=== design 1 ===
`config.mk`:
```
export PLATFORM = sky130hd
export DESIGN_NAME = nibble_bus_target
export DESIGN_NICKNAME = d
export VERILOG_FILES = /design/src/rtl/nibble_bus_pkg.sv /design/src/rtl/nibble_timer.sv /design/src/rtl/nibble_bus_target.sv
export SDC_FILE = /design/constraint.sdc
export NUM_CORES = 1
export LEC_CHECK = 0
export CELL_PAD_IN_SITES_DETAIL_PLACEMENT = 0
export CELL_PAD_IN_SITES_GLOBAL_PLACEMENT = 1
export CORE_UTILIZATION = 49
export DETAILED_ROUTE_END_ITERATION = 8
export PLACE_DENSITY_LB_ADDON = 0.3
export SLEW_MARGIN = 20
export SYNTH_ARGS = -nofsm -noshare
export SYNTH_HDL_FRONTEND = slang
export SYNTH_SLANG_ARGS = --single-unit
```
`constraint.sdc`:
```
create_clock -name clk -period 4.8 [get_ports clk]
set_input_delay 0.96 -clock clk [delete_from_list [all_inputs] [get_ports clk]]
set_output_delay 0.96 -clock clk [all_outputs]
set_load 0.02 [all_outputs]
```
`src/rtl/nibble_bus_pkg.sv`:
```
`default_nettype none
// ============================================================================
//  Module      : nibble_bus_pkg
//  Description : Shared definitions for the nibble bus target. Holds the
//                peripheral register offsets, the CTRL/STAT bit positions and
//                the timer state encoding.
//  Revision    : 1.0 - initial release
// ============================================================================
package nibble_bus_pkg;

    // Register offsets within the 16-entry peripheral page
    localparam logic [3:0] OFF_GPIO_OUT_L = 4'h0;
    localparam logic [3:0] OFF_GPIO_OUT_H = 4'h1;
    localparam logic [3:0] OFF_GPIO_IN_L  = 4'h2;
    localparam logic [3:0] OFF_GPIO_IN_H  = 4'h3;
    localparam logic [3:0] OFF_CTRL       = 4'h4;
    localparam logic [3:0] OFF_STAT       = 4'h5;
    localparam logic [3:0] OFF_CMP_L      = 4'h6;
    localparam logic [3:0] OFF_CMP_H      = 4'h7;
    localparam logic [3:0] OFF_CNT_L      = 4'h8;
    localparam logic [3:0] OFF_CNT_H      = 4'h9;
    localparam logic [3:0] OFF_PRESCALE   = 4'hA;

    // CTRL register bits
    localparam int CTRL_EN     = 0;
    localparam int CTRL_RELOAD = 1;
    localparam int CTRL_IRQ_EN = 2;

    // STAT register bits
    localparam int STAT_MATCH  = 0;

    // Timer state machine
    typedef enum logic [1:0] {
        ST_IDLE = 2'd0,
        ST_RUN  = 2'd1,
        ST_HALT = 2'd2
    } timer_state_e;

endpackage
`default_nettype wire

```
`src/rtl/nibble_timer.sv`:
```
`default_nettype none
// ============================================================================
//  Module      : nibble_timer
//  Description : 8-bit prescaled timer with compare, one-shot/reload modes,
//                sticky match flag and registered level interrupt. Register
//                write strobes and nibble data come from the bus decoder.
//  Revision    : 1.0 - initial release
// ============================================================================
module nibble_timer
    import nibble_bus_pkg::*;
(
    input  logic       clk,
    input  logic       rst_n,
    input  logic       i_ctrl_we,
    input  logic       i_stat_we,
    input  logic       i_cmp_lo_we,
    input  logic       i_cmp_hi_we,
    input  logic       i_cnt_we,
    input  logic       i_presc_we,
    input  logic [3:0] i_wdata,
    output logic [2:0] o_ctrl,
    output logic       o_match,
    output logic [7:0] o_compare,
    output logic [7:0] o_count,
    output logic [3:0] o_presc_exp,
    output logic       o_irq
);

    timer_state_e r_state;
    logic [2:0]   r_ctrl;
    logic         r_match;
    logic         r_irq;
    logic [7:0]   r_cmp;
    logic [7:0]   r_count;
    logic [3:0]   r_presc_exp;
    logic [15:0]  r_presc;

    logic         w_en_next;
    logic [15:0]  w_presc_term;
    logic         w_tick;

    // The enable the timer will see after this edge; a CTRL write clearing
    // en must discard a tick on the same edge, so look ahead at the write.
    assign w_en_next    = i_ctrl_we ? i_wdata[CTRL_EN] : r_ctrl[CTRL_EN];
    assign w_presc_term = (16'd1 << r_presc_exp) - 16'd1;
    // ">=" so that lowering the exponent mid-run cannot strand the prescaler
    // above the new terminal value.
    assign w_tick       = (r_presc >= w_presc_term);

    // Register file, prescaler, count FSM, match flag and interrupt
    always_ff @(posedge clk or negedge rst_n) begin
        if (!rst_n) begin
            r_state     <= ST_IDLE;
            r_ctrl      <= 3'b000;
            r_match     <= 1'b0;
            r_irq       <= 1'b0;
            r_cmp       <= 8'h00;
            r_count     <= 8'h00;
            r_presc_exp <= 4'h0;
            r_presc     <= 16'h0000;
        end else begin
            if (i_ctrl_we)   r_ctrl      <= i_wdata[2:0];
            if (i_cmp_lo_we) r_cmp[3:0]  <= i_wdata;
            if (i_cmp_hi_we) r_cmp[7:4]  <= i_wdata;
            if (i_presc_we)  r_presc_exp <= i_wdata;

            r_irq <= r_match & r_ctrl[CTRL_IRQ_EN];

            // Clear first; a match set below on the same edge overrides it
            if (i_stat_we && i_wdata[STAT_MATCH]) r_match <= 1'b0;

            case (r_state)
                ST_IDLE: begin
                    r_presc <= 16'h0000;
                    if (i_cnt_we)  r_count <= 8'h00;
                    if (w_en_next) r_state <= ST_RUN;
                end
                ST_RUN: begin
                    if (!w_en_next) begin
                        r_state <= ST_IDLE;
                        r_presc <= 16'h0000;
                        if (i_cnt_we) r_count <= 8'h00;
                    end else if (i_cnt_we) begin
                        // A count write beats a coincident tick
                        r_count <= 8'h00;
                        r_presc <= 16'h0000;
                    end else if (w_tick) begin
                        r_presc <= 16'h0000;
                        if (r_count == r_cmp) begin
                            r_match <= 1'b1;
                            if (r_ctrl[CTRL_RELOAD]) r_count <= 8'h00;
                            else                     r_state <= ST_HALT;
                        end else begin
                            r_count <= r_count + 8'd1;
                        end
                    end else begin
                        r_presc <= r_presc + 16'd1;
                    end
                end
                ST_HALT: begin
                    r_presc <= 16'h0000;
                    if (i_cnt_we) r_count <= 8'h00;
                    if (!w_en_next)    r_state <= ST_IDLE;
                    else if (i_cnt_we) r_state <= ST_RUN;
                end
                default: begin
                    r_state <= ST_IDLE;
                    r_presc <= 16'h0000;
                end
            endcase
        end
    end

    assign o_ctrl      = r_ctrl;
    assign o_match     = r_match;
    assign o_compare   = r_cmp;
    assign o_count     = r_count;
    assign o_presc_exp = r_presc_exp;
    assign o_irq       = r_irq;

endmodule
`default_nettype wire

```
`src/rtl/nibble_bus_target.sv`:
```
`default_nettype none
// ============================================================================
//  Module      : nibble_bus_target
//  Description : Target side of the CPU's 4-bit data / 12-bit address bus.
//                Decodes scratch RAM, GPIO and timer registers; reads are
//                combinational, writes commit on the clock edge.
//  Revision    : 1.0 - initial release
// ============================================================================
module nibble_bus_target
    import nibble_bus_pkg::*;
#(
    parameter int          RAM_DEPTH   = 16,
    parameter logic [11:0] PERIPH_BASE = 12'hF00
)(
    input  logic        clk,
    input  logic        rst_n,
    input  logic [11:0] bus_addr,
    input  logic        bus_data_rw,
    input  logic [3:0]  bus_data_in,
    output logic [3:0]  bus_data_out,
    input  logic [7:0]  gpio_in,
    output logic [7:0]  gpio_out,
    output logic        irq
);

    localparam int AW = $clog2(RAM_DEPTH);

    logic [3:0]    r_ram [RAM_DEPTH];
    logic [7:0]    r_gpio_out;
    logic [7:0]    r_gpio_s1;
    logic [7:0]    r_gpio_s2;

    logic          w_ram_hit;
    logic [AW-1:0] w_ram_idx;
    logic          w_periph_hit;
    logic [3:0]    w_off;
    logic          w_pwr;
    logic [3:0]    w_rdata;

    logic [2:0]    w_ctrl;
    logic          w_match;
    logic [7:0]    w_compare;
    logic [7:0]    w_count;
    logic [3:0]    w_presc_exp;

    // The peripheral page is assumed 16-aligned, so the low nibble is the offset
    assign w_ram_hit    = (bus_addr < 12'(RAM_DEPTH));
    assign w_ram_idx    = bus_addr[AW-1:0];
    assign w_periph_hit = (bus_addr[11:4] == PERIPH_BASE[11:4]);
    assign w_off        = bus_addr[3:0];
    assign w_pwr        = bus_data_rw & w_periph_hit;

    // Scratch RAM write port
    always_ff @(posedge clk or negedge rst_n) begin
        if (!rst_n) begin
            for (int i = 0; i < RAM_DEPTH; i++) r_ram[i] <= 4'h0;
        end else if (bus_data_rw && w_ram_hit) begin
            r_ram[w_ram_idx] <= bus_data_in;
        end
    end

    // GPIO output register, written a nibble at a time
    always_ff @(posedge clk or negedge rst_n) begin
        if (!rst_n) begin
            r_gpio_out <= 8'h00;
        end else if (w_pwr) begin
            if (w_off == OFF_GPIO_OUT_L) r_gpio_out[3:0] <= bus_data_in;
            if (w_off == OFF_GPIO_OUT_H) r_gpio_out[7:4] <= bus_data_in;
        end
    end

    // Two-flop synchronizer for the asynchronous GPIO inputs
    always_ff @(posedge clk or negedge rst_n) begin
        if (!rst_n) begin
            r_gpio_s1 <= 8'h00;
            r_gpio_s2 <= 8'h00;
        end else begin
            r_gpio_s1 <= gpio_in;
            r_gpio_s2 <= r_gpio_s1;
        end
    end

    nibble_timer u_timer (
        .clk         (clk),
        .rst_n       (rst_n),
        .i_ctrl_we   (w_pwr && (w_off == OFF_CTRL)),
        .i_stat_we   (w_pwr && (w_off == OFF_STAT)),
        .i_cmp_lo_we (w_pwr && (w_off == OFF_CMP_L)),
        .i_cmp_hi_we (w_pwr && (w_off == OFF_CMP_H)),
        .i_cnt_we    (w_pwr && ((w_off == OFF_CNT_L) || (w_off == OFF_CNT_H))),
        .i_presc_we  (w_pwr && (w_off == OFF_PRESCALE)),
        .i_wdata     (bus_data_in),
        .o_ctrl      (w_ctrl),
        .o_match     (w_match),
        .o_compare   (w_compare),
        .o_count     (w_count),
        .o_presc_exp (w_presc_exp),
        .o_irq       (irq)
    );

    // Zero-latency read mux; unmapped addresses read as zero
    always_comb begin
        w_rdata = 4'h0;
        if (w_ram_hit) begin
            w_rdata = r_ram[w_ram_idx];
        end else if (w_periph_hit) begin
            case (w_off)
                OFF_GPIO_OUT_L: w_rdata = r_gpio_out[3:0];
                OFF_GPIO_OUT_H: w_rdata = r_gpio_out[7:4];
                OFF_GPIO_IN_L:  w_rdata = r_gpio_s2[3:0];
                OFF_GPIO_IN_H:  w_rdata = r_gpio_s2[7:4];
                OFF_CTRL:       w_rdata = {1'b0, w_ctrl};
                OFF_STAT:       w_rdata = {3'b000, w_match};
                OFF_CMP_L:      w_rdata = w_compare[3:0];
                OFF_CMP_H:      w_rdata = w_compare[7:4];
                OFF_CNT_L:      w_rdata = w_count[3:0];
                OFF_CNT_H:      w_rdata = w_count[7:4];
                OFF_PRESCALE:   w_rdata = w_presc_exp;
                default:        w_rdata = 4'h0;
            endcase
        end
    end

    assign bus_data_out = w_rdata;
    assign gpio_out     = r_gpio_out;

endmodule
`default_nettype wire

```
=== design 2 ===
`config.mk`:
```
export PLATFORM = sky130hd
export DESIGN_NAME = ntt_result_unloader
export DESIGN_NICKNAME = d
export VERILOG_FILES = /design/src/rtl/ntt_result_unloader.sv
export SDC_FILE = /design/constraint.sdc
export NUM_CORES = 1
export LEC_CHECK = 0
export CAP_MARGIN = 20
export CORE_UTILIZATION = 55
export CTS_BUF_LIST = sky130_fd_sc_hd__clkbuf_2 sky130_fd_sc_hd__clkbuf_4 sky130_fd_sc_hd__clkbuf_8
export CTS_CLUSTER_SIZE = 10
export DETAILED_ROUTE_END_ITERATION = 10
export GPL_ROUTABILITY_DRIVEN = 0
export GPL_TIMING_DRIVEN = 0
export PLACE_DENSITY_LB_ADDON = 0.15
export SYNTH_ARGS = -nofsm -noshare
export SYNTH_HDL_FRONTEND = slang
export SYNTH_SLANG_ARGS = --single-unit
```
`constraint.sdc`:
```
create_clock -name clk -period 21.7 [get_ports clk]
set_input_delay 5.425 -clock clk [delete_from_list [all_inputs] [get_ports clk]]
set_output_delay 5.425 -clock clk [all_outputs]
set_load 0.03 [all_outputs]
```
`src/rtl/ntt_result_unloader.sv`:
```
// ntt_result_unloader
//
// Read-side partner of the coefficient loader in the NTT/INTT test wrapper.
// On a start pulse (normally the core's done) it sweeps the coefficient RAM
// from address 0 to DEPTH-1 through one read port. Each 132-bit word goes out
// zero-extended to OUT_W bits on a valid/ready stream with full backpressure.
// A head register plus a 2-entry FIFO hides the 1-cycle RAM read latency, so
// with the sink always ready the stream runs one word per cycle with no gaps.
//
// Ports
//   clk        : single clock
//   rst        : asynchronous, active-high reset
//   start      : one-cycle pulse that begins an unload (ignored while busy)
//   ram_rd_en  : RAM read request (registered)
//   ram_addr   : RAM read address (registered, holds while ram_rd_en=0)
//   ram_dout   : RAM read data, valid the cycle after ram_rd_en
//   dout       : output word {zeros, ram word}
//   dout_valid : dout holds a word
//   dout_ready : sink accepts the word this cycle
//   dout_last  : dout holds word DEPTH-1
//   busy       : unload in progress
//   done       : one-cycle pulse after the last word has been transferred

module ntt_result_unloader #(
  parameter int DATA_W = 132,
  parameter int OUT_W  = 136,
  parameter int DEPTH  = 64,
  parameter int ADDR_W = 6
) (
  input  logic              clk,
  input  logic              rst,
  input  logic              start,
  output logic              ram_rd_en,
  output logic [ADDR_W-1:0] ram_addr,
  input  logic [DATA_W-1:0] ram_dout,
  output logic [OUT_W-1:0]  dout,
  output logic              dout_valid,
  input  logic              dout_ready,
  output logic              dout_last,
  output logic              busy,
  output logic              done
);

  localparam logic [1:0] S_IDLE  = 2'd0;
  localparam logic [1:0] S_READ  = 2'd1;
  localparam logic [1:0] S_DRAIN = 2'd2;

  localparam logic [ADDR_W:0]   LAST_RD  = (ADDR_W + 1)'(DEPTH - 1);
  localparam logic [ADDR_W-1:0] LAST_OUT = ADDR_W'(DEPTH - 1);

  logic [1:0]        state;
  logic [ADDR_W:0]   rd_idx;
  logic [ADDR_W-1:0] out_count;
  logic              push_pending;
  logic [DATA_W-1:0] head_word;
  logic [DATA_W-1:0] q0;
  logic [DATA_W-1:0] q1;
  logic [1:0]        fcnt;

  logic              pop;
  logic [2:0]        held;
  logic [2:0]        inflight;
  logic [2:0]        net;
  logic              credit_ok;
  logic              start_accept;
  logic              issue;
  logic              last_xfer;
  logic              load_head;
  logic              take_fifo;
  logic              take_push;
  logic              fifo_push;
  logic [1:0]        fcnt_mid;
  logic [DATA_W-1:0] q0_next;
  logic [DATA_W-1:0] q1_next;
  logic [1:0]        fcnt_next;

  assign dout      = {{(OUT_W - DATA_W){1'b0}}, head_word};
  assign dout_last = dout_valid && (out_count == LAST_OUT);
  assign busy      = (state != S_IDLE);

  // Read credit: 'net' is what will be held or still in the RAM pipe once this
  // cycle's transfer (if any) is gone. Total storage is the head register plus
  // two FIFO slots, so a new read is safe whenever net <= 2. We only use the
  // third slot while the sink is ready: a stalled sink then queues at most two
  // words, while a ready sink keeps the three-deep pipe full for gap-free rate.
  always_comb begin
    pop          = dout_valid && dout_ready;
    held         = 3'(dout_valid) + 3'(fcnt);
    inflight     = 3'(ram_rd_en) + 3'(push_pending);
    net          = held + inflight - 3'(pop);
    credit_ok    = net < (3'd2 + 3'(dout_ready));
    start_accept = (state == S_IDLE) && start;
    issue        = start_accept || ((state == S_READ) && credit_ok);
    last_xfer    = pop && (out_count == LAST_OUT);
  end

  // Buffer steering: the head register refills when it is empty or being
  // consumed, preferring the oldest FIFO entry and otherwise taking the RAM
  // word straight through. Anything arriving that the head cannot take is
  // appended behind whatever stays in the FIFO.
  always_comb begin
    load_head = !dout_valid || pop;
    take_fifo = load_head && (fcnt != 2'd0);
    take_push = load_head && (fcnt == 2'd0) && push_pending;
    fifo_push = push_pending && !take_push;
    fcnt_mid  = fcnt - 2'(take_fifo);
    q0_next   = take_fifo ? q1 : q0;
    q1_next   = q1;
    if (fifo_push) begin
      if (fcnt_mid == 2'd0) begin
        q0_next = ram_dout;
      end else begin
        q1_next = ram_dout;
      end
    end
    fcnt_next = fcnt_mid + 2'(fifo_push);
  end

  // Control: state machine, read address generation, the one-cycle delayed
  // copy of ram_rd_en that marks when RAM data is valid, the transfer counter
  // behind dout_last, and the done pulse one cycle after the final transfer.
  always_ff @(posedge clk or posedge rst) begin
    if (rst) begin
      state        <= S_IDLE;
      rd_idx       <= '0;
      ram_rd_en    <= 1'b0;
      ram_addr     <= '0;
      push_pending <= 1'b0;
      out_count    <= '0;
      done         <= 1'b0;
    end else begin
      ram_rd_en    <= issue;
      push_pending <= ram_rd_en;
      done         <= last_xfer;

      if (issue) begin
        ram_addr <= start_accept ? '0 : rd_idx[ADDR_W-1:0];
        rd_idx   <= start_accept ? (ADDR_W + 1)'(1) : rd_idx + 1'b1;
      end

      if (last_xfer) begin
        out_count <= '0;
      end else if (pop) begin
        out_count <= out_count + 1'b1;
      end

      case (state)
        S_IDLE: begin
          if (start) begin
            state <= (DEPTH == 1) ? S_DRAIN : S_READ;
          end
        end
        S_READ: begin
          if (issue && (rd_idx == LAST_RD)) begin
            state <= S_DRAIN;
          end
        end
        S_DRAIN: begin
          if (last_xfer) begin
            state <= S_IDLE;
          end
        end
        default: state <= S_IDLE;
      endcase
    end
  end

  // Data path: head register (what dout shows) and the two FIFO slots behind
  // it. Reset empties everything, which also discards a read in flight.
  always_ff @(posedge clk or posedge rst) begin
    if (rst) begin
      head_word  <= '0;
      dout_valid <= 1'b0;
      q0         <= '0;
      q1         <= '0;
      fcnt       <= 2'd0;
    end else begin
      if (load_head) begin
        if (take_fifo) begin
          head_word  <= q0;
          dout_valid <= 1'b1;
        end else if (take_push) begin
          head_word  <= ram_dout;
          dout_valid <= 1'b1;
        end else begin
          dout_valid <= 1'b0;
        end
      end
      q0   <= q0_next;
      q1   <= q1_next;
      fcnt <= fcnt_next;
    end
  end

  // The read credit must make an arriving word always find room.
  assert property (@(posedge clk) disable iff (rst) !(fifo_push && (fcnt_mid == 2'd2)));
  assert property (@(posedge clk) disable iff (rst) fcnt <= 2'd2);

endmodule

```
=== design 3 ===
--- config.mk ---
export PLATFORM = sky130hd
export DESIGN_NAME = rv_load_store
export DESIGN_NICKNAME = d
export VERILOG_FILES = /design/src/rtl/rv_load_store.sv
export SDC_FILE = /design/constraint.sdc
export NUM_CORES = 1
export LEC_CHECK = 0
export ABC_AREA = 1
export CAP_MARGIN = 20
export CORE_MARGIN = 2
export CORE_UTILIZATION = 42
export CTS_BUF_LIST = sky130_fd_sc_hd__clkbuf_8
export DETAILED_ROUTE_END_ITERATION = 7
export PLACE_DENSITY_LB_ADDON = 0.3
export SYNTH_ARGS = -nofsm -noshare
export SYNTH_HDL_FRONTEND = slang
export SYNTH_SLANG_ARGS = --single-unit
--- constraint.sdc ---
create_clock -name clk_i -period 4.2 [get_ports clk_i]
set_clock_uncertainty 0.15 [all_clocks]
set_input_delay 0.42 -clock clk_i [delete_from_list [all_inputs] [get_ports clk_i]]
set_output_delay 0.42 -clock clk_i [all_outputs]
set_load 0.05 [all_outputs]
--- src/rtl/rv_load_store.sv ---
// Memory-access stage of the uRV pipeline: turns one execute op into a data-bus
// load/store (byte lanes, aligned address) or passes an ALU result to writeback.
module rv_load_store #(
  parameter int unsigned WAIT_TIMEOUT = 0
) (
  input  logic        clk_i,
  input  logic        rst_i,
  input  logic        e_valid_i,
  output logic        e_ready_o,
  input  logic        e_load_i,
  input  logic        e_store_i,
  input  logic [2:0]  e_fun_i,
  input  logic [31:0] e_addr_i,
  input  logic [31:0] e_store_data_i,
  input  logic [4:0]  e_rd_i,
  input  logic [31:0] e_rd_value_i,
  input  logic        e_rd_write_i,
  output logic [31:0] dm_addr_o,
  output logic [31:0] dm_data_s_o,
  output logic [3:0]  dm_data_select_o,
  output logic        dm_load_o,
  output logic        dm_store_o,
  input  logic        dm_load_done_i,
  input  logic        dm_store_done_i,
  output logic [2:0]  x_fun_o,
  output logic        x_load_o,
  output logic [31:0] x_dm_addr_o,
  output logic [4:0]  x_rd_o,
  output logic [31:0] x_rd_value_o,
  output logic        x_rd_write_o,
  output logic        w_stall_o,
  output logic        x_misaligned_o,
  output logic        x_bus_error_o
);

  typedef enum logic [1:0] {
    S_IDLE,
    S_WAIT_LOAD,
    S_WAIT_STORE
  } state_t;

  state_t      r_state;
  state_t      w_state_next;
  logic [31:0] r_cnt;

  logic        w_accept;
  logic        w_is_load;
  logic        w_is_store;
  logic        w_mem_op;
  logic        w_misaligned;
  logic        w_done;
  logic        w_timeout;
  logic [3:0]  w_sel;
  logic [31:0] w_sdata;

  assign e_ready_o = (r_state == S_IDLE);
  assign w_stall_o = (r_state != S_IDLE) && !w_done;

  // NOTE: every signal gets a default before the case so no path can infer a latch.
  always_comb begin
    w_state_next = r_state;
    w_accept     = e_valid_i && (r_state == S_IDLE);
    // A simultaneous load+store request resolves to a load.
    w_is_load    = e_load_i;
    w_is_store   = e_store_i && !e_load_i;
    w_mem_op     = w_is_load || w_is_store;
    w_misaligned = ((e_fun_i[1:0] == 2'b01) && e_addr_i[0]) ||
                   ((e_fun_i[1:0] == 2'b10) && (e_addr_i[1:0] != 2'b00));
    w_done       = ((r_state == S_WAIT_LOAD)  && dm_load_done_i) ||
                   ((r_state == S_WAIT_STORE) && dm_store_done_i);
    w_timeout    = (WAIT_TIMEOUT != 0) && (r_state != S_IDLE) && !w_done &&
                   (r_cnt == 32'(WAIT_TIMEOUT - 1));
    w_sel        = 4'b1111;
    w_sdata      = e_store_data_i;

    case (e_fun_i[1:0])
      2'b00: begin
        w_sel   = 4'b0001 << e_addr_i[1:0];
        w_sdata = {4{e_store_data_i[7:0]}};
      end
      2'b01: begin
        w_sel   = e_addr_i[1] ? 4'b1100 : 4'b0011;
        w_sdata = {2{e_store_data_i[15:0]}};
      end
      default: begin
        w_sel   = 4'b1111;
        w_sdata = e_store_data_i;
      end
    endcase

    case (r_state)
      S_IDLE: begin
        if (w_accept && w_mem_op && !w_misaligned)
          w_state_next = w_is_load ? S_WAIT_LOAD : S_WAIT_STORE;
      end
      default: begin
        if (w_done || w_timeout)
          w_state_next = S_IDLE;
      end
    endcase
  end

  // NOTE: sequential state uses non-blocking assignments so every register samples pre-edge values.
  always_ff @(posedge clk_i or posedge rst_i) begin
    if (rst_i) r_state <= S_IDLE;
    else       r_state <= w_state_next;
  end

  always_ff @(posedge clk_i or posedge rst_i) begin
    if (rst_i) begin
      r_cnt            <= '0;
      dm_addr_o        <= '0;
      dm_data_s_o      <= '0;
      dm_data_select_o <= '0;
      dm_load_o        <= 1'b0;
      dm_store_o       <= 1'b0;
      x_fun_o          <= '0;
      x_load_o         <= 1'b0;
      x_dm_addr_o      <= '0;
      x_rd_o           <= '0;
      x_rd_value_o     <= '0;
      x_rd_write_o     <= 1'b0;
      x_misaligned_o   <= 1'b0;
      x_bus_error_o    <= 1'b0;
    end else begin
      dm_load_o      <= 1'b0;
      dm_store_o     <= 1'b0;
      x_misaligned_o <= 1'b0;
      x_bus_error_o  <= w_timeout;

      case (r_state)
        S_IDLE: begin
          if (!w_accept) begin
            x_load_o     <= 1'b0;
            x_rd_write_o <= 1'b0;
          end else if (!w_mem_op) begin
            x_fun_o      <= e_fun_i;
            x_rd_o       <= e_rd_i;
            x_rd_value_o <= e_rd_value_i;
            x_rd_write_o <= e_rd_write_i;
            x_load_o     <= 1'b0;
          end else if (w_misaligned) begin
            x_misaligned_o <= 1'b1;
            x_load_o       <= 1'b0;
            x_rd_write_o   <= 1'b0;
          end else begin
            r_cnt        <= '0;
            dm_addr_o    <= {e_addr_i[31:2], 2'b00};
            x_fun_o      <= e_fun_i;
            x_dm_addr_o  <= e_addr_i;
            x_rd_o       <= e_rd_i;
            x_rd_write_o <= 1'b0;
            x_load_o     <= w_is_load;
            if (w_is_load) begin
              dm_load_o        <= 1'b1;
              dm_data_select_o <= 4'b1111;
            end else begin
              dm_store_o       <= 1'b1;
              dm_data_select_o <= w_sel;
              dm_data_s_o      <= w_sdata;
            end
          end
        end
        default: begin
          if (w_done || w_timeout) x_load_o <= 1'b0;
          else                     r_cnt    <= r_cnt + 32'd1;
        end
      endcase
    end
  end

endmodule

=== design 4 ===
$ cat src/rtl/rob_alloc_ctrl.sv
// ----------------------------------------------------------------------------
// rob_alloc_ctrl
//   Reorder-buffer allocation and sequencing controller. Hands out ROB entry
//   pointers to two dispatch slots per cycle, tracks free entries from the
//   commit count, generates the all-or-nothing dispatch stall and runs a
//   RUN/RECOVER state machine on branch-mispredict flush.
//
// Ports
//   clk, rst_n          clock, async active-low reset
//   i_req_1/i_req_2     dispatch slot requests (slot 2 only with slot 1)
//   i_com_num           entries retired this cycle (0..2)
//   i_flush             mispredict flush, drops all uncommitted entries
//   o_dp_vld_1/2        slot allocated this cycle
//   o_dp_ptr_1/2        slot entry pointer (ptr_2 = ptr_1 + 1, wraps)
//   o_stall             dispatch stall, both slots together
//   o_free_cnt          free entries, 0..ENT_NUM
//   o_empty / o_full    free_cnt == ENT_NUM / free_cnt == 0
//   o_recovering        FSM in RECOVER
//
// Optional build macro ROB_ALLOC_PERF_EN adds:
//   o_stall_cyc         saturating count of stalled cycles with a request
//   o_occ_hwm           occupancy high-water mark since reset
// ----------------------------------------------------------------------------

// Per-slot pointer / valid generation. Slot N sits N entries past the base.
module rob_alloc_slot #(
  parameter int ENT_SEL = 6,
  parameter int SLOT    = 0
) (
  input  logic [ENT_SEL-1:0] base_ptr_i,
  input  logic               req_i,
  input  logic               stall_i,
  output logic               vld_o,
  output logic [ENT_SEL-1:0] ptr_o
);
  assign vld_o = req_i & ~stall_i;
  assign ptr_o = base_ptr_i + ENT_SEL'(SLOT);
endmodule

module rob_alloc_ctrl #(
  parameter int ENT_NUM     = 64,
  parameter int ENT_SEL     = 6,
  parameter int RECOVER_CYC = 2
) (
  input  logic               clk,
  input  logic               rst_n,
  input  logic               i_req_1,
  input  logic               i_req_2,
  input  logic [1:0]         i_com_num,
  input  logic               i_flush,
  output logic               o_dp_vld_1,
  output logic [ENT_SEL-1:0] o_dp_ptr_1,
  output logic               o_dp_vld_2,
  output logic [ENT_SEL-1:0] o_dp_ptr_2,
  output logic               o_stall,
  output logic [ENT_SEL:0]   o_free_cnt,
  output logic               o_empty,
  output logic               o_full,
  output logic               o_recovering
`ifdef ROB_ALLOC_PERF_EN
  ,
  output logic [31:0]        o_stall_cyc,
  output logic [ENT_SEL:0]   o_occ_hwm
`endif
);

  localparam int NUM_SLOTS = 2;
  localparam int RC_W      = 4;
  localparam logic [ENT_SEL:0] FULL_CNT = ENT_NUM[ENT_SEL:0];

  typedef enum logic {RUN = 1'b0, RECOVER = 1'b1} state_e;

  state_e             state_q, state_d;
  logic [RC_W-1:0]    rcv_cnt_q, rcv_cnt_d;
  logic [ENT_SEL-1:0] dp_ptr_q, dp_ptr_d;
  logic [ENT_SEL-1:0] com_ptr_q, com_ptr_d;
  logic [ENT_SEL:0]   free_cnt_q, free_cnt_d;

  logic [NUM_SLOTS-1:0]              req;
  logic [NUM_SLOTS-1:0]              vld;
  logic [NUM_SLOTS-1:0][ENT_SEL-1:0] ptr;
  logic [1:0]                        need;
  logic [1:0]                        alloc;
  logic                              stall;

  assign req  = {i_req_2, i_req_1};
  assign need = {1'b0, req[0]} + {1'b0, req[1]};

  // Stall only looks at the registered free count: entries committed this
  // cycle become usable next cycle, which keeps commit off the stall path.
  assign stall = i_flush | (state_q != RUN)
               | (free_cnt_q < {{(ENT_SEL-1){1'b0}}, need});

  for (genvar s = 0; s < NUM_SLOTS; s++) begin : g_slot
    rob_alloc_slot #(.ENT_SEL(ENT_SEL), .SLOT(s)) u_slot (
      .base_ptr_i (dp_ptr_q),
      .req_i      (req[s]),
      .stall_i    (stall),
      .vld_o      (vld[s]),
      .ptr_o      (ptr[s])
    );
  end

  assign alloc = {1'b0, vld[0]} + {1'b0, vld[1]};

  always_comb begin
    state_d    = state_q;
    rcv_cnt_d  = rcv_cnt_q;
    dp_ptr_d   = dp_ptr_q;
    free_cnt_d = free_cnt_q;
    // Commits are honoured in every state, including the flush cycle.
    com_ptr_d  = com_ptr_q + {{(ENT_SEL-2){1'b0}}, i_com_num};

    case (state_q)
      RUN: begin
        if (i_flush) begin
          dp_ptr_d   = com_ptr_d;
          free_cnt_d = FULL_CNT;
          rcv_cnt_d  = RC_W'(RECOVER_CYC - 1);
          state_d    = RECOVER;
        end else begin
          dp_ptr_d   = dp_ptr_q + {{(ENT_SEL-2){1'b0}}, alloc};
          free_cnt_d = free_cnt_q + {{(ENT_SEL-1){1'b0}}, i_com_num}
                                  - {{(ENT_SEL-1){1'b0}}, alloc};
        end
      end
      RECOVER: begin
        // ROB is logically empty here; free_cnt stays pinned at ENT_NUM.
        if (i_flush) begin
          dp_ptr_d  = com_ptr_d;
          rcv_cnt_d = RC_W'(RECOVER_CYC - 1);
        end else if (rcv_cnt_q == '0) begin
          state_d = RUN;
        end else begin
          rcv_cnt_d = rcv_cnt_q - 1'b1;
        end
      end
      default: state_d = RUN;
    endcase
  end

  always_ff @(posedge clk or negedge rst_n) begin
    if (!rst_n) begin
      state_q    <= RUN;
      rcv_cnt_q  <= '0;
      dp_ptr_q   <= '0;
      com_ptr_q  <= '0;
      free_cnt_q <= FULL_CNT;
    end else begin
      state_q    <= state_d;
      rcv_cnt_q  <= rcv_cnt_d;
      dp_ptr_q   <= dp_ptr_d;
      com_ptr_q  <= com_ptr_d;
      free_cnt_q <= free_cnt_d;
    end
  end

  assign o_dp_vld_1   = vld[0];
  assign o_dp_vld_2   = vld[1];
  assign o_dp_ptr_1   = ptr[0];
  assign o_dp_ptr_2   = ptr[1];
  assign o_stall      = stall;
  assign o_free_cnt   = free_cnt_q;
  assign o_empty      = (free_cnt_q == FULL_CNT);
  assign o_full       = (free_cnt_q == '0);
  assign o_recovering = (state_q == RECOVER);

`ifdef ROB_ALLOC_PERF_EN
  logic [31:0]      stall_cyc_q, stall_cyc_d;
  logic [ENT_SEL:0] occ_hwm_q, occ_hwm_d;
  logic [ENT_SEL:0] occ;

  assign occ = FULL_CNT - free_cnt_q;

  always_comb begin
    stall_cyc_d = stall_cyc_q;
    occ_hwm_d   = occ_hwm_q;
    if (stall && (need != 2'd0) && (stall_cyc_q != '1))
      stall_cyc_d = stall_cyc_q + 32'd1;
    if (occ > occ_hwm_q)
      occ_hwm_d = occ;
  end

  // Flush deliberately leaves these alone; only reset clears them.
  always_ff @(posedge clk or negedge rst_n) begin
    if (!rst_n) begin
      stall_cyc_q <= '0;
      occ_hwm_q   <= '0;
    end else begin
      stall_cyc_q <= stall_cyc_d;
      occ_hwm_q   <= occ_hwm_d;
    end
  end

  assign o_stall_cyc = stall_cyc_q;
  assign o_occ_hwm   = occ_hwm_q;
`endif

endmodule

$ cat config.mk
export PLATFORM = sky130hd
export DESIGN_NAME = rob_alloc_ctrl
export DESIGN_NICKNAME = d
export VERILOG_FILES = /design/src/rtl/rob_alloc_ctrl.sv
export SDC_FILE = /design/constraint.sdc
export NUM_CORES = 1
export LEC_CHECK = 0
export CAP_MARGIN = 20
export CORE_UTILIZATION = 52
export CTS_CLUSTER_DIAMETER = 40
export CTS_CLUSTER_SIZE = 20
export DETAILED_ROUTE_END_ITERATION = 16
export PLACE_DENSITY = 0.8
export SYNTH_ARGS = -nofsm -noshare
export SYNTH_HDL_FRONTEND = slang
export SYNTH_SLANG_ARGS = --single-unit
$ cat constraint.sdc
create_clock -name clk -period 4.4 [get_ports clk]
set_clock_uncertainty 0.05 [all_clocks]
set_input_delay 1.1 -clock clk [delete_from_list [all_inputs] [get_ports clk]]
set_output_delay 1.1 -clock clk [all_outputs]
set_load 0.1 [all_outputs]
**Design 2: routing congestion**

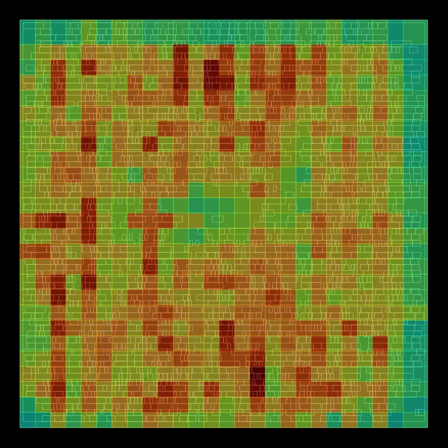
overall fraction of global-route tracks in use: 0.280
share of the core filled with cells in the final layout: 0.711
met2 Use GR: 0.441

**Design 2: wiring by layer**

The bar under the picture is 50 um long. Only two layers are drawn.
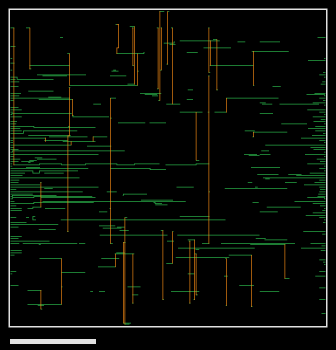
| layer | color | wire length |
|---|---|---|
| M3 | green | 3230 um |
| M4 | orange | 1240 um |

==> metrics.log, design 2 <==
[metrics] run summary
[metrics] number of warnings in the stage logs: 32
[metrics] cell accounting for the most synthesized area: sky130_fd_sc_hd__dfrtp_1
[metrics] via count normalized by instance count: ~5.5
[metrics] clock root buffer: sky130_fd_sc_hd__clkbuf_8
[metrics] overall die height: between 150 and 200 um
[metrics] fraction of the mapped netlist area in compound gates: 0.0918
[metrics] TritonCTS clock tree: done
[metrics] pin count of the biggest net entering global routing: 134
[metrics] largest cells by area after synthesis: sky130_fd_sc_hd__dfrtp_1, sky130_fd_sc_hd__nand2_1, sky130_fd_sc_hd__mux2_2
[metrics] layout net count: 2213
[metrics] outcome: finished clean
[metrics] total cell area at the placement stage: about 0.022 mm^2
[metrics] post-detailed-route DRC marker count: 0
[metrics] yosys synthesis warning count: 0
[metrics] Critical Path, Cell by Cell: clkdlybuf4s50_1, nor2b_2, inv_2, nand2_1, inv_2, buf_2, clkbuf_1, ha_1, xnor2_1, o2111ai_1, clkbuf_1, clkbuf_1, a31oi_1
[metrics] largest buffer count on any clock path: 3
[metrics] top logic cell by instance count in the layout: sky130_fd_sc_hd__dfrtp_1
[metrics] setup repair after global routing missed its margin: false
[metrics] fraction of post-synthesis cell area in the top cell type by area: 0.585
[metrics] std cell rows: 66
[metrics] mapped cell area: roughly 0.018 mm^2
[metrics] clock network latency to the later pin of the worst-skew pair: slightly below 600 ps
[metrics] relative slew slack: 0.437
[metrics] I/O Pins: ~280
## design 2: final timing paths
path / cells past startpoint / from / end / slack (ps)
worst max register to register: 12 / dout_valid / q0[22] / 17760
worst max-delay path: 13 / dout_ready / q0[22] / 12920
max in group asynchronous: 4 / rst / q1[127] / 15000
worst min-delay path: 0 / ram_rd_en / push_pending / 420
min in group asynchronous: 2 / rst / head_word[42] / 5310
worst min register to register: 0 / ram_rd_en / push_pending / 420
## design 2: layer usage
layer  global-route usage  up-vias  part of all wire
met3               0.0630       94             0.070
met1                0.376     6956              0.43
li1                     -     6540                 -
met4                0.119        4             0.027
met2                0.441      457              0.48
met5                    0        -           0.00050
## design 2: area by class of cell
class	instances	area [um^2]
Sequential cell	423	10600
Fill cell	2427	9380
Multi-Input combinational cell	1158	6910
Timing Repair Buffer	282	2880
Clock buffer	115	1430
Buffer	120	581
Tap cell	442	553
Clock inverter	11	66.3
Inverter	13	56.3
Antenna cell	4	10.0
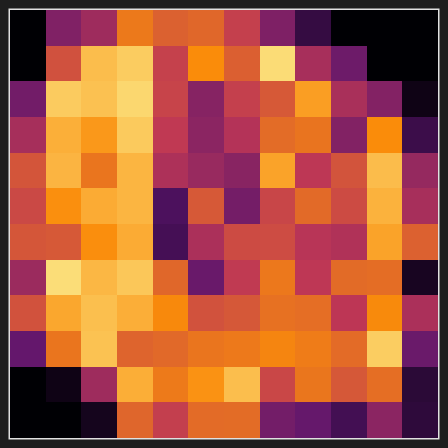
**Above:** design 1 (cell density map).
12 x 12 tiles, from black (low) to pale yellow (high), 0 to 100% covered.
densest ninth of the die: left middle
emptiest ninth of the die: top right
mean over tiles: 54%
nearly empty tiles: 6.9%
fullest tile: 93%
Pre-Place Util: 0.505
share of the core filled with cells in the final layout: 0.588
core box area: 0.0139 mm^2

==> metrics.log, design 1 <==
[metrics] run summary
[metrics] outcome: finished clean
[metrics] Synth Register Bits: approximately 130
[metrics] Setup crit end: bus_data_out[1]
[metrics] total cell area at the placement stage: roughly 0.0076 mm^2
[metrics] largest cells by area after synthesis: sky130_fd_sc_hd__dfrtp_1, sky130_fd_sc_hd__mux2_2, sky130_fd_sc_hd__mux4_2
[metrics] crit path setup slack, layout: about 250 ps
[metrics] wire length on met3: between 500 and 600 um
[metrics] worst hold margin: between 300 and 400 ps
[metrics] sequential cell count: between 100 and 150
[metrics] worst setup skew after layout: 6.57 ps
[metrics] clock root buffer: sky130_fd_sc_hd__clkbuf_16
[metrics] cell area after layout: between 0.008 and 0.009 mm^2
[metrics] post-detailed-route count of antenna-violating nets: 0
[metrics] Critical Path End Type: output pin
==> design 1: routing by layer <==
layer	global-route usage	up-vias
met4	0.116	0
met5	0	-
met1	0.322	2514
li1	-	2297
met2	0.402	116
met3	0.0534	38
==> design 1: layout by cell type (no fill, tap or decap), types with 9 or more instances in the layout <==
cell type	n
sky130_fd_sc_hd__mux4_2	20
sky130_fd_sc_hd__clkdlybuf4s50_1	37
sky130_fd_sc_hd__dfrtp_1	131
sky130_fd_sc_hd__nor3_1	13
sky130_fd_sc_hd__o21ai_0	26
sky130_fd_sc_hd__nand3_1	13
sky130_fd_sc_hd__xor2_1	16
sky130_fd_sc_hd__nand2_1	49
sky130_fd_sc_hd__clkbuf_16	17
sky130_fd_sc_hd__a21oi_1	20
sky130_fd_sc_hd__inv_1	9
sky130_fd_sc_hd__nor2_1	31
sky130_fd_sc_hd__a31oi_1	9
sky130_fd_sc_hd__mux2_2	82
sky130_fd_sc_hd__buf_4	13
sky130_fd_sc_hd__ha_1	19
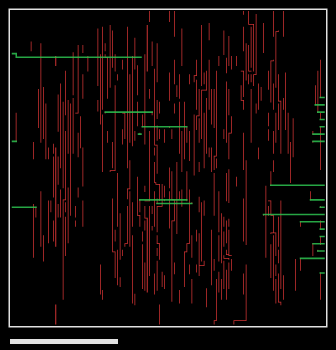
**Above:** design 4 (wiring by layer).
The bar under the picture is 20 um long. Only two layers are drawn.
| layer | color | wire length |
|---|---|---|
| M2 | red | 1690 um |
| M3 | green | 110 um |
via count: 1312
Post-Route WL: 3.35 mm
Wirelength per Cell: 13.1 um
overall fraction of global-route tracks in use: 0.221

**Design 4: cell classes on the final placement**

The bar under the picture is 20 um long. Fill, decap, tap and diode cells in gray.
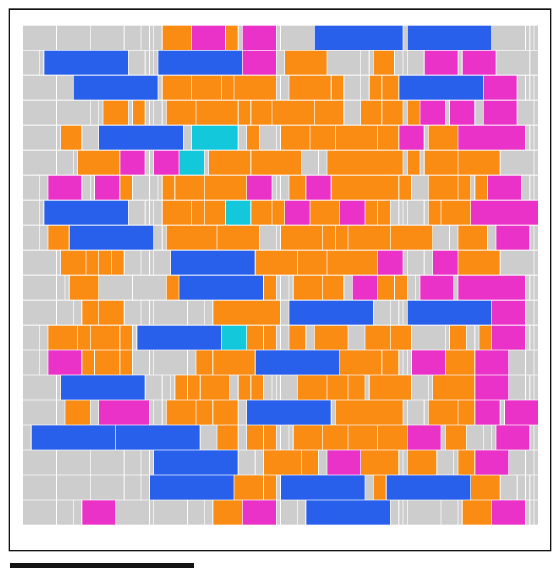
| class | color | cells |
|---|---|---|
| remaining buffers and delay cells | magenta | 43 |
| remaining logic cells | orange | 140 |
| sequential cells | blue | 24 |
| clock drivers and dummy loads | cyan | 4 |

==> metrics.log, design 4 <==
[metrics] run summary
[metrics] outcome: finished clean
[metrics] total cell area reported by yosys after synthesis: approximately 0.0017 mm^2
[metrics] Inserted Diodes: 0
[metrics] yosys stat cell total: approximately 170
[metrics] detailed-routing wirelength on met1: between 1.5 and 2 mm
[metrics] final clock period utilization by the worst path: 0.959
[metrics] Pre-Place Util: 0.549
[metrics] Critical Path, Cell by Cell: clkdlybuf4s50_1, ha_1, inv_1, ha_1, o21ai_2, a21oi_2, and2_4, ha_1, fa_1, inv_1, fa_2, a211o_1, a311oi_2, xnor2_1, a22oi_1
[metrics] std cell rows: 20
[metrics] top_reg_cell synth: sky130_fd_sc_hd__dfrtp_1
[metrics] critical path buffer and inverter count: 3
[metrics] register cell area after layout: 602 um^2
[metrics] fmax: 237 MHz
[metrics] synth cell count leaders: sky130_fd_sc_hd__dfrtp_1, sky130_fd_sc_hd__inv_1, sky130_fd_sc_hd__ha_1, sky130_fd_sc_hd__xnor2_1
[metrics] met2 Use GR: 0.383
[metrics] gr ovfl total: 0
[metrics] CTS HTree Levels: 1
[metrics] Max Cap Viol: 0
[metrics] met1 routing resource usage after global routing: 0.293
[metrics] sequential fraction of total cell area: 0.274
[metrics] count of clock buffers in the final design: 4
[metrics] cell count of the worst reg-to-reg path: 14
[metrics] yosys synthesis warning count: 0
[metrics] core box area: 0.00305 mm^2
==> design 4: repair_timing <==
action                     in CTS  in global routing
setup endpoints to repair       1                  3
resized                         0                  6
setup buffers                   1                  2
pin swaps                       3                  7
==> design 4: flip-flops by register name, summed over array words and instances (netlist names) <==
register and count:
dp_ptr_q 6, o_free_cnt 7, rcv_cnt_q 4, o_recovering 1
com_ptr_q 6
==> design 4: cells by family (layout without fill, tap and decap cells) <==
kind of cell	after synthesis	count (layout)	share of synthesized area
flip-flops	24	24	0.359
XOR/XNOR	19	19	0.0993
buffers and inverters	28	69	0.0642
AND/OR/NAND/NOR	45	45	0.140
multiplexers	3	3	0.0194
adder cells (fa/ha/maj)	25	25	0.204
AND-OR/OR-AND	26	26	0.113
**Design 3: where the registers sit**

The bar under the picture is 20 um long.
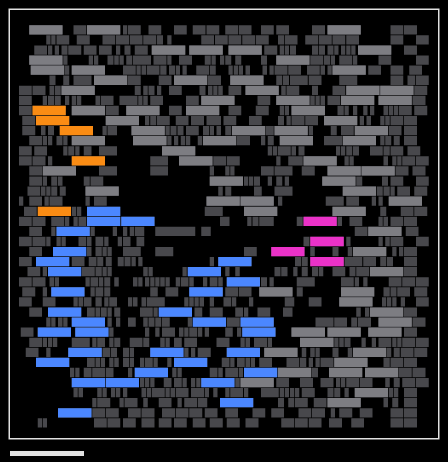
| netlist name | color | placed flops |
|---|---|---|
| `dm_data_select_o` | magenta | 4 |
| `x_rd_o` | orange | 5 |
| `dm_data_s_o` | blue | 32 |
not colored: 74

**Design 3: routing congestion**

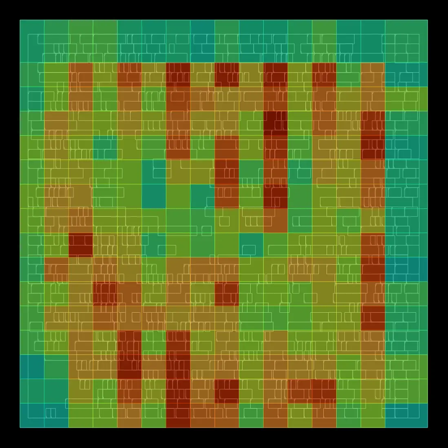
share of the core filled with cells in the final layout: 0.662
met1 routing resource usage after global routing: 0.304
most used routing layer in global routing: met2
Wirelength per Cell: 15.5 um
M3 GR Usage: 0.0586

==> metrics.log, design 3 <==
[metrics] run summary
[metrics] outcome: finished clean
[metrics] cell area after layout: about 0.008 mm^2
[metrics] worst reg2reg setup slack: around 1700 ps
[metrics] peak fanout along the critical path: 3
[metrics] layout inverter count without the clock tree: 14
[metrics] fmax: 365 MHz
[metrics] slowest stage cell on the critical path: sky130_fd_sc_hd__clkdlybuf4s50_1
[metrics] sequential cell count: between 100 and 150
[metrics] sequential share of the synthesized area: 0.551
[metrics] nonclk buf count: approximately 260
[metrics] Tightest Hold Check Type: reg2reg
[metrics] top_reg_cell synth: sky130_fd_sc_hd__dfrtp_1
[metrics] Pre-antenna DRT Iters: 7
[metrics] cell accounting for the most synthesized area: sky130_fd_sc_hd__dfrtp_1
[metrics] gr ovfl total: 0
[metrics] top logic cell by instance count in the layout: sky130_fd_sc_hd__nand2_1
[metrics] Max Cap Viol: 0
[metrics] commonest cells after routing, fill and taps aside: sky130_fd_sc_hd__nand2_1, sky130_fd_sc_hd__clkdlybuf4s50_1, sky130_fd_sc_hd__dfrtp_1
[metrics] mapped cell area: 0.00522 mm^2
[metrics] inserted tap cell count: ~170
[metrics] total cell area reported by yosys after synthesis: 0.00522 mm^2
[metrics] overall die height: around 120 um
[metrics] count of library flops with an enable pin: 0
-- design 3: kinds of logic after synthesis --
kind of cell | Yosys count | synth area share
and+or+nand+nor | 415 | 0.343
AOI/OAI and AO/OA | 13 | 0.0125
buffers and inverters | 84 | 0.0934
DFF | 115 | 0.551
other | 1 | 0.000718
-- design 3: worst max-delay path: cells and delay by family (launching register included) --
family | cells | cell delay [ps]
DFF | 1 | 420
and+or+nand+nor | 3 | 350
buffers and inverters | 3 | 970
-- design 3: sequential cells by signal (all words and copies together), names as in the netlist --
name and flops:
dm_data_s_o 32, x_load_o 1, dm_load_o 1, x_rd_o 5, x_dm_addr_o 32, x_rd_value_o 32
dm_store_o 1, r_state 2, x_rd_write_o 1, dm_data_select_o 4, x_fun_o 3, x_misaligned_o 1
-- design 3: through the flow --
step	instances	hold slack (ps)	utilization	setup WS, ps
after floorplan	630	380	-	586
after global placement	991	303	0.632	1120
after detailed placement	991	307	0.632	1080
after CTS	1021	324	0.662	1410
after global routing	1021	344	0.662	1310
final	1021	320	0.662	1460


## Gallery

Cell classes on the final placement.
(a)
The bar under the picture is 20 um long. Fill, decap, tap and diode cells in gray.
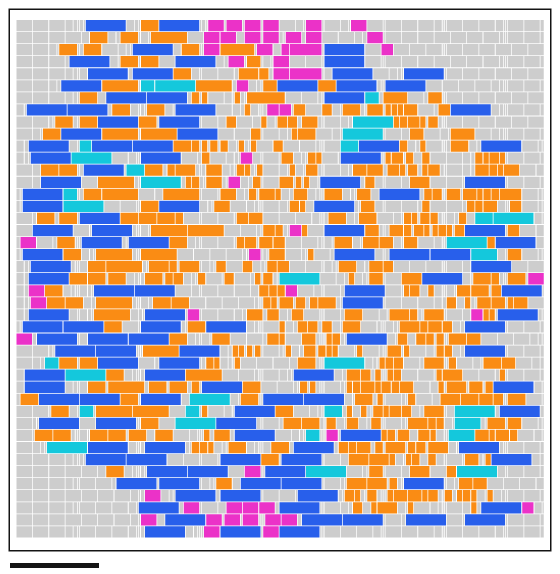
(b)
The bar under the picture is 20 um long. Fill, decap, tap and diode cells in gray.
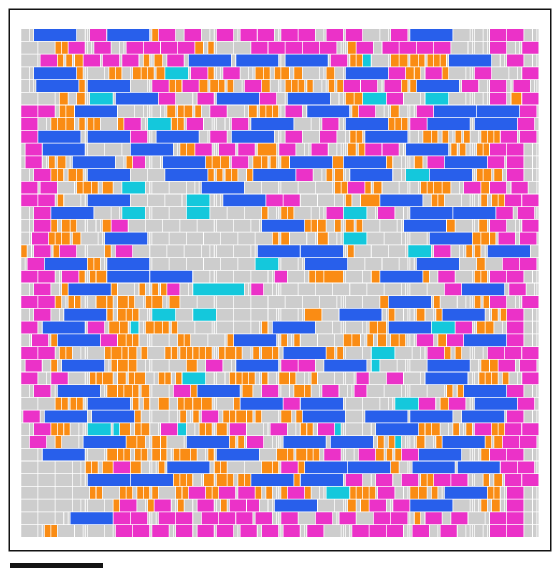
(c)
The bar under the picture is 50 um long. Fill, decap, tap and diode cells in gray.
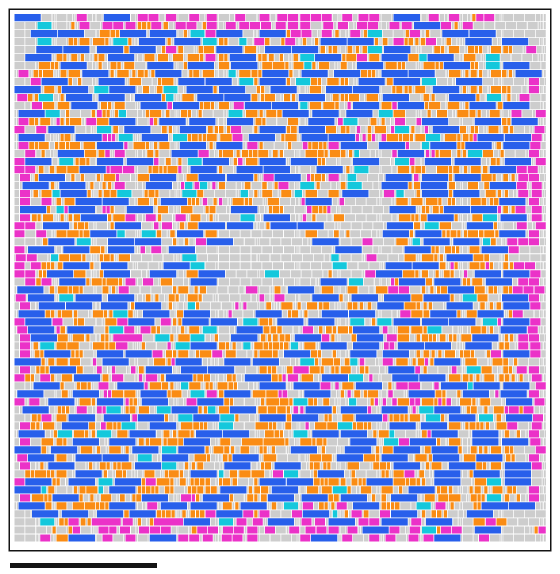
- most sequential cells: (c)
- most cells: (c)
(c) is design 2.
(b) is design 3.
(a) is design 1.


## Gallery

Where the registers sit.
panel A
The bar under the picture is 50 um long.
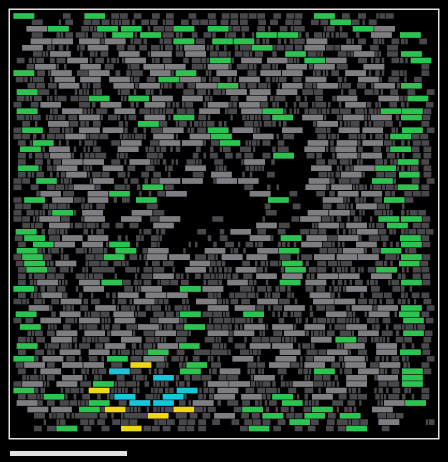
panel B
The bar under the picture is 20 um long.
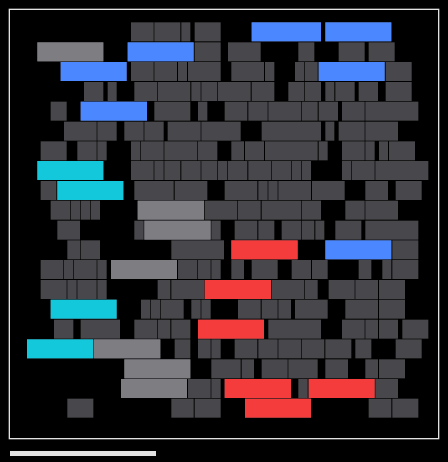
panel C
The bar under the picture is 20 um long.
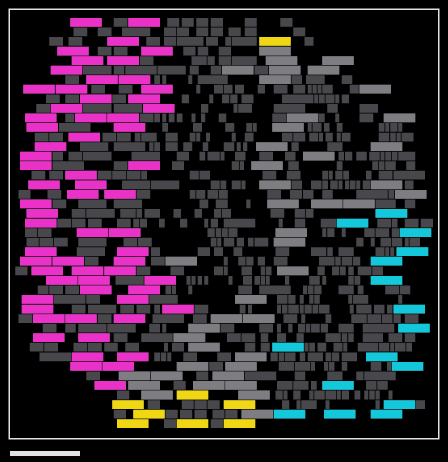
| from | picture |
|---|---|
| design 2 | panel A |
| design 4 | panel B |
| design 1 | panel C |
The one with the fewest sequential cells is panel B.
The one with the fewest cells is panel B.

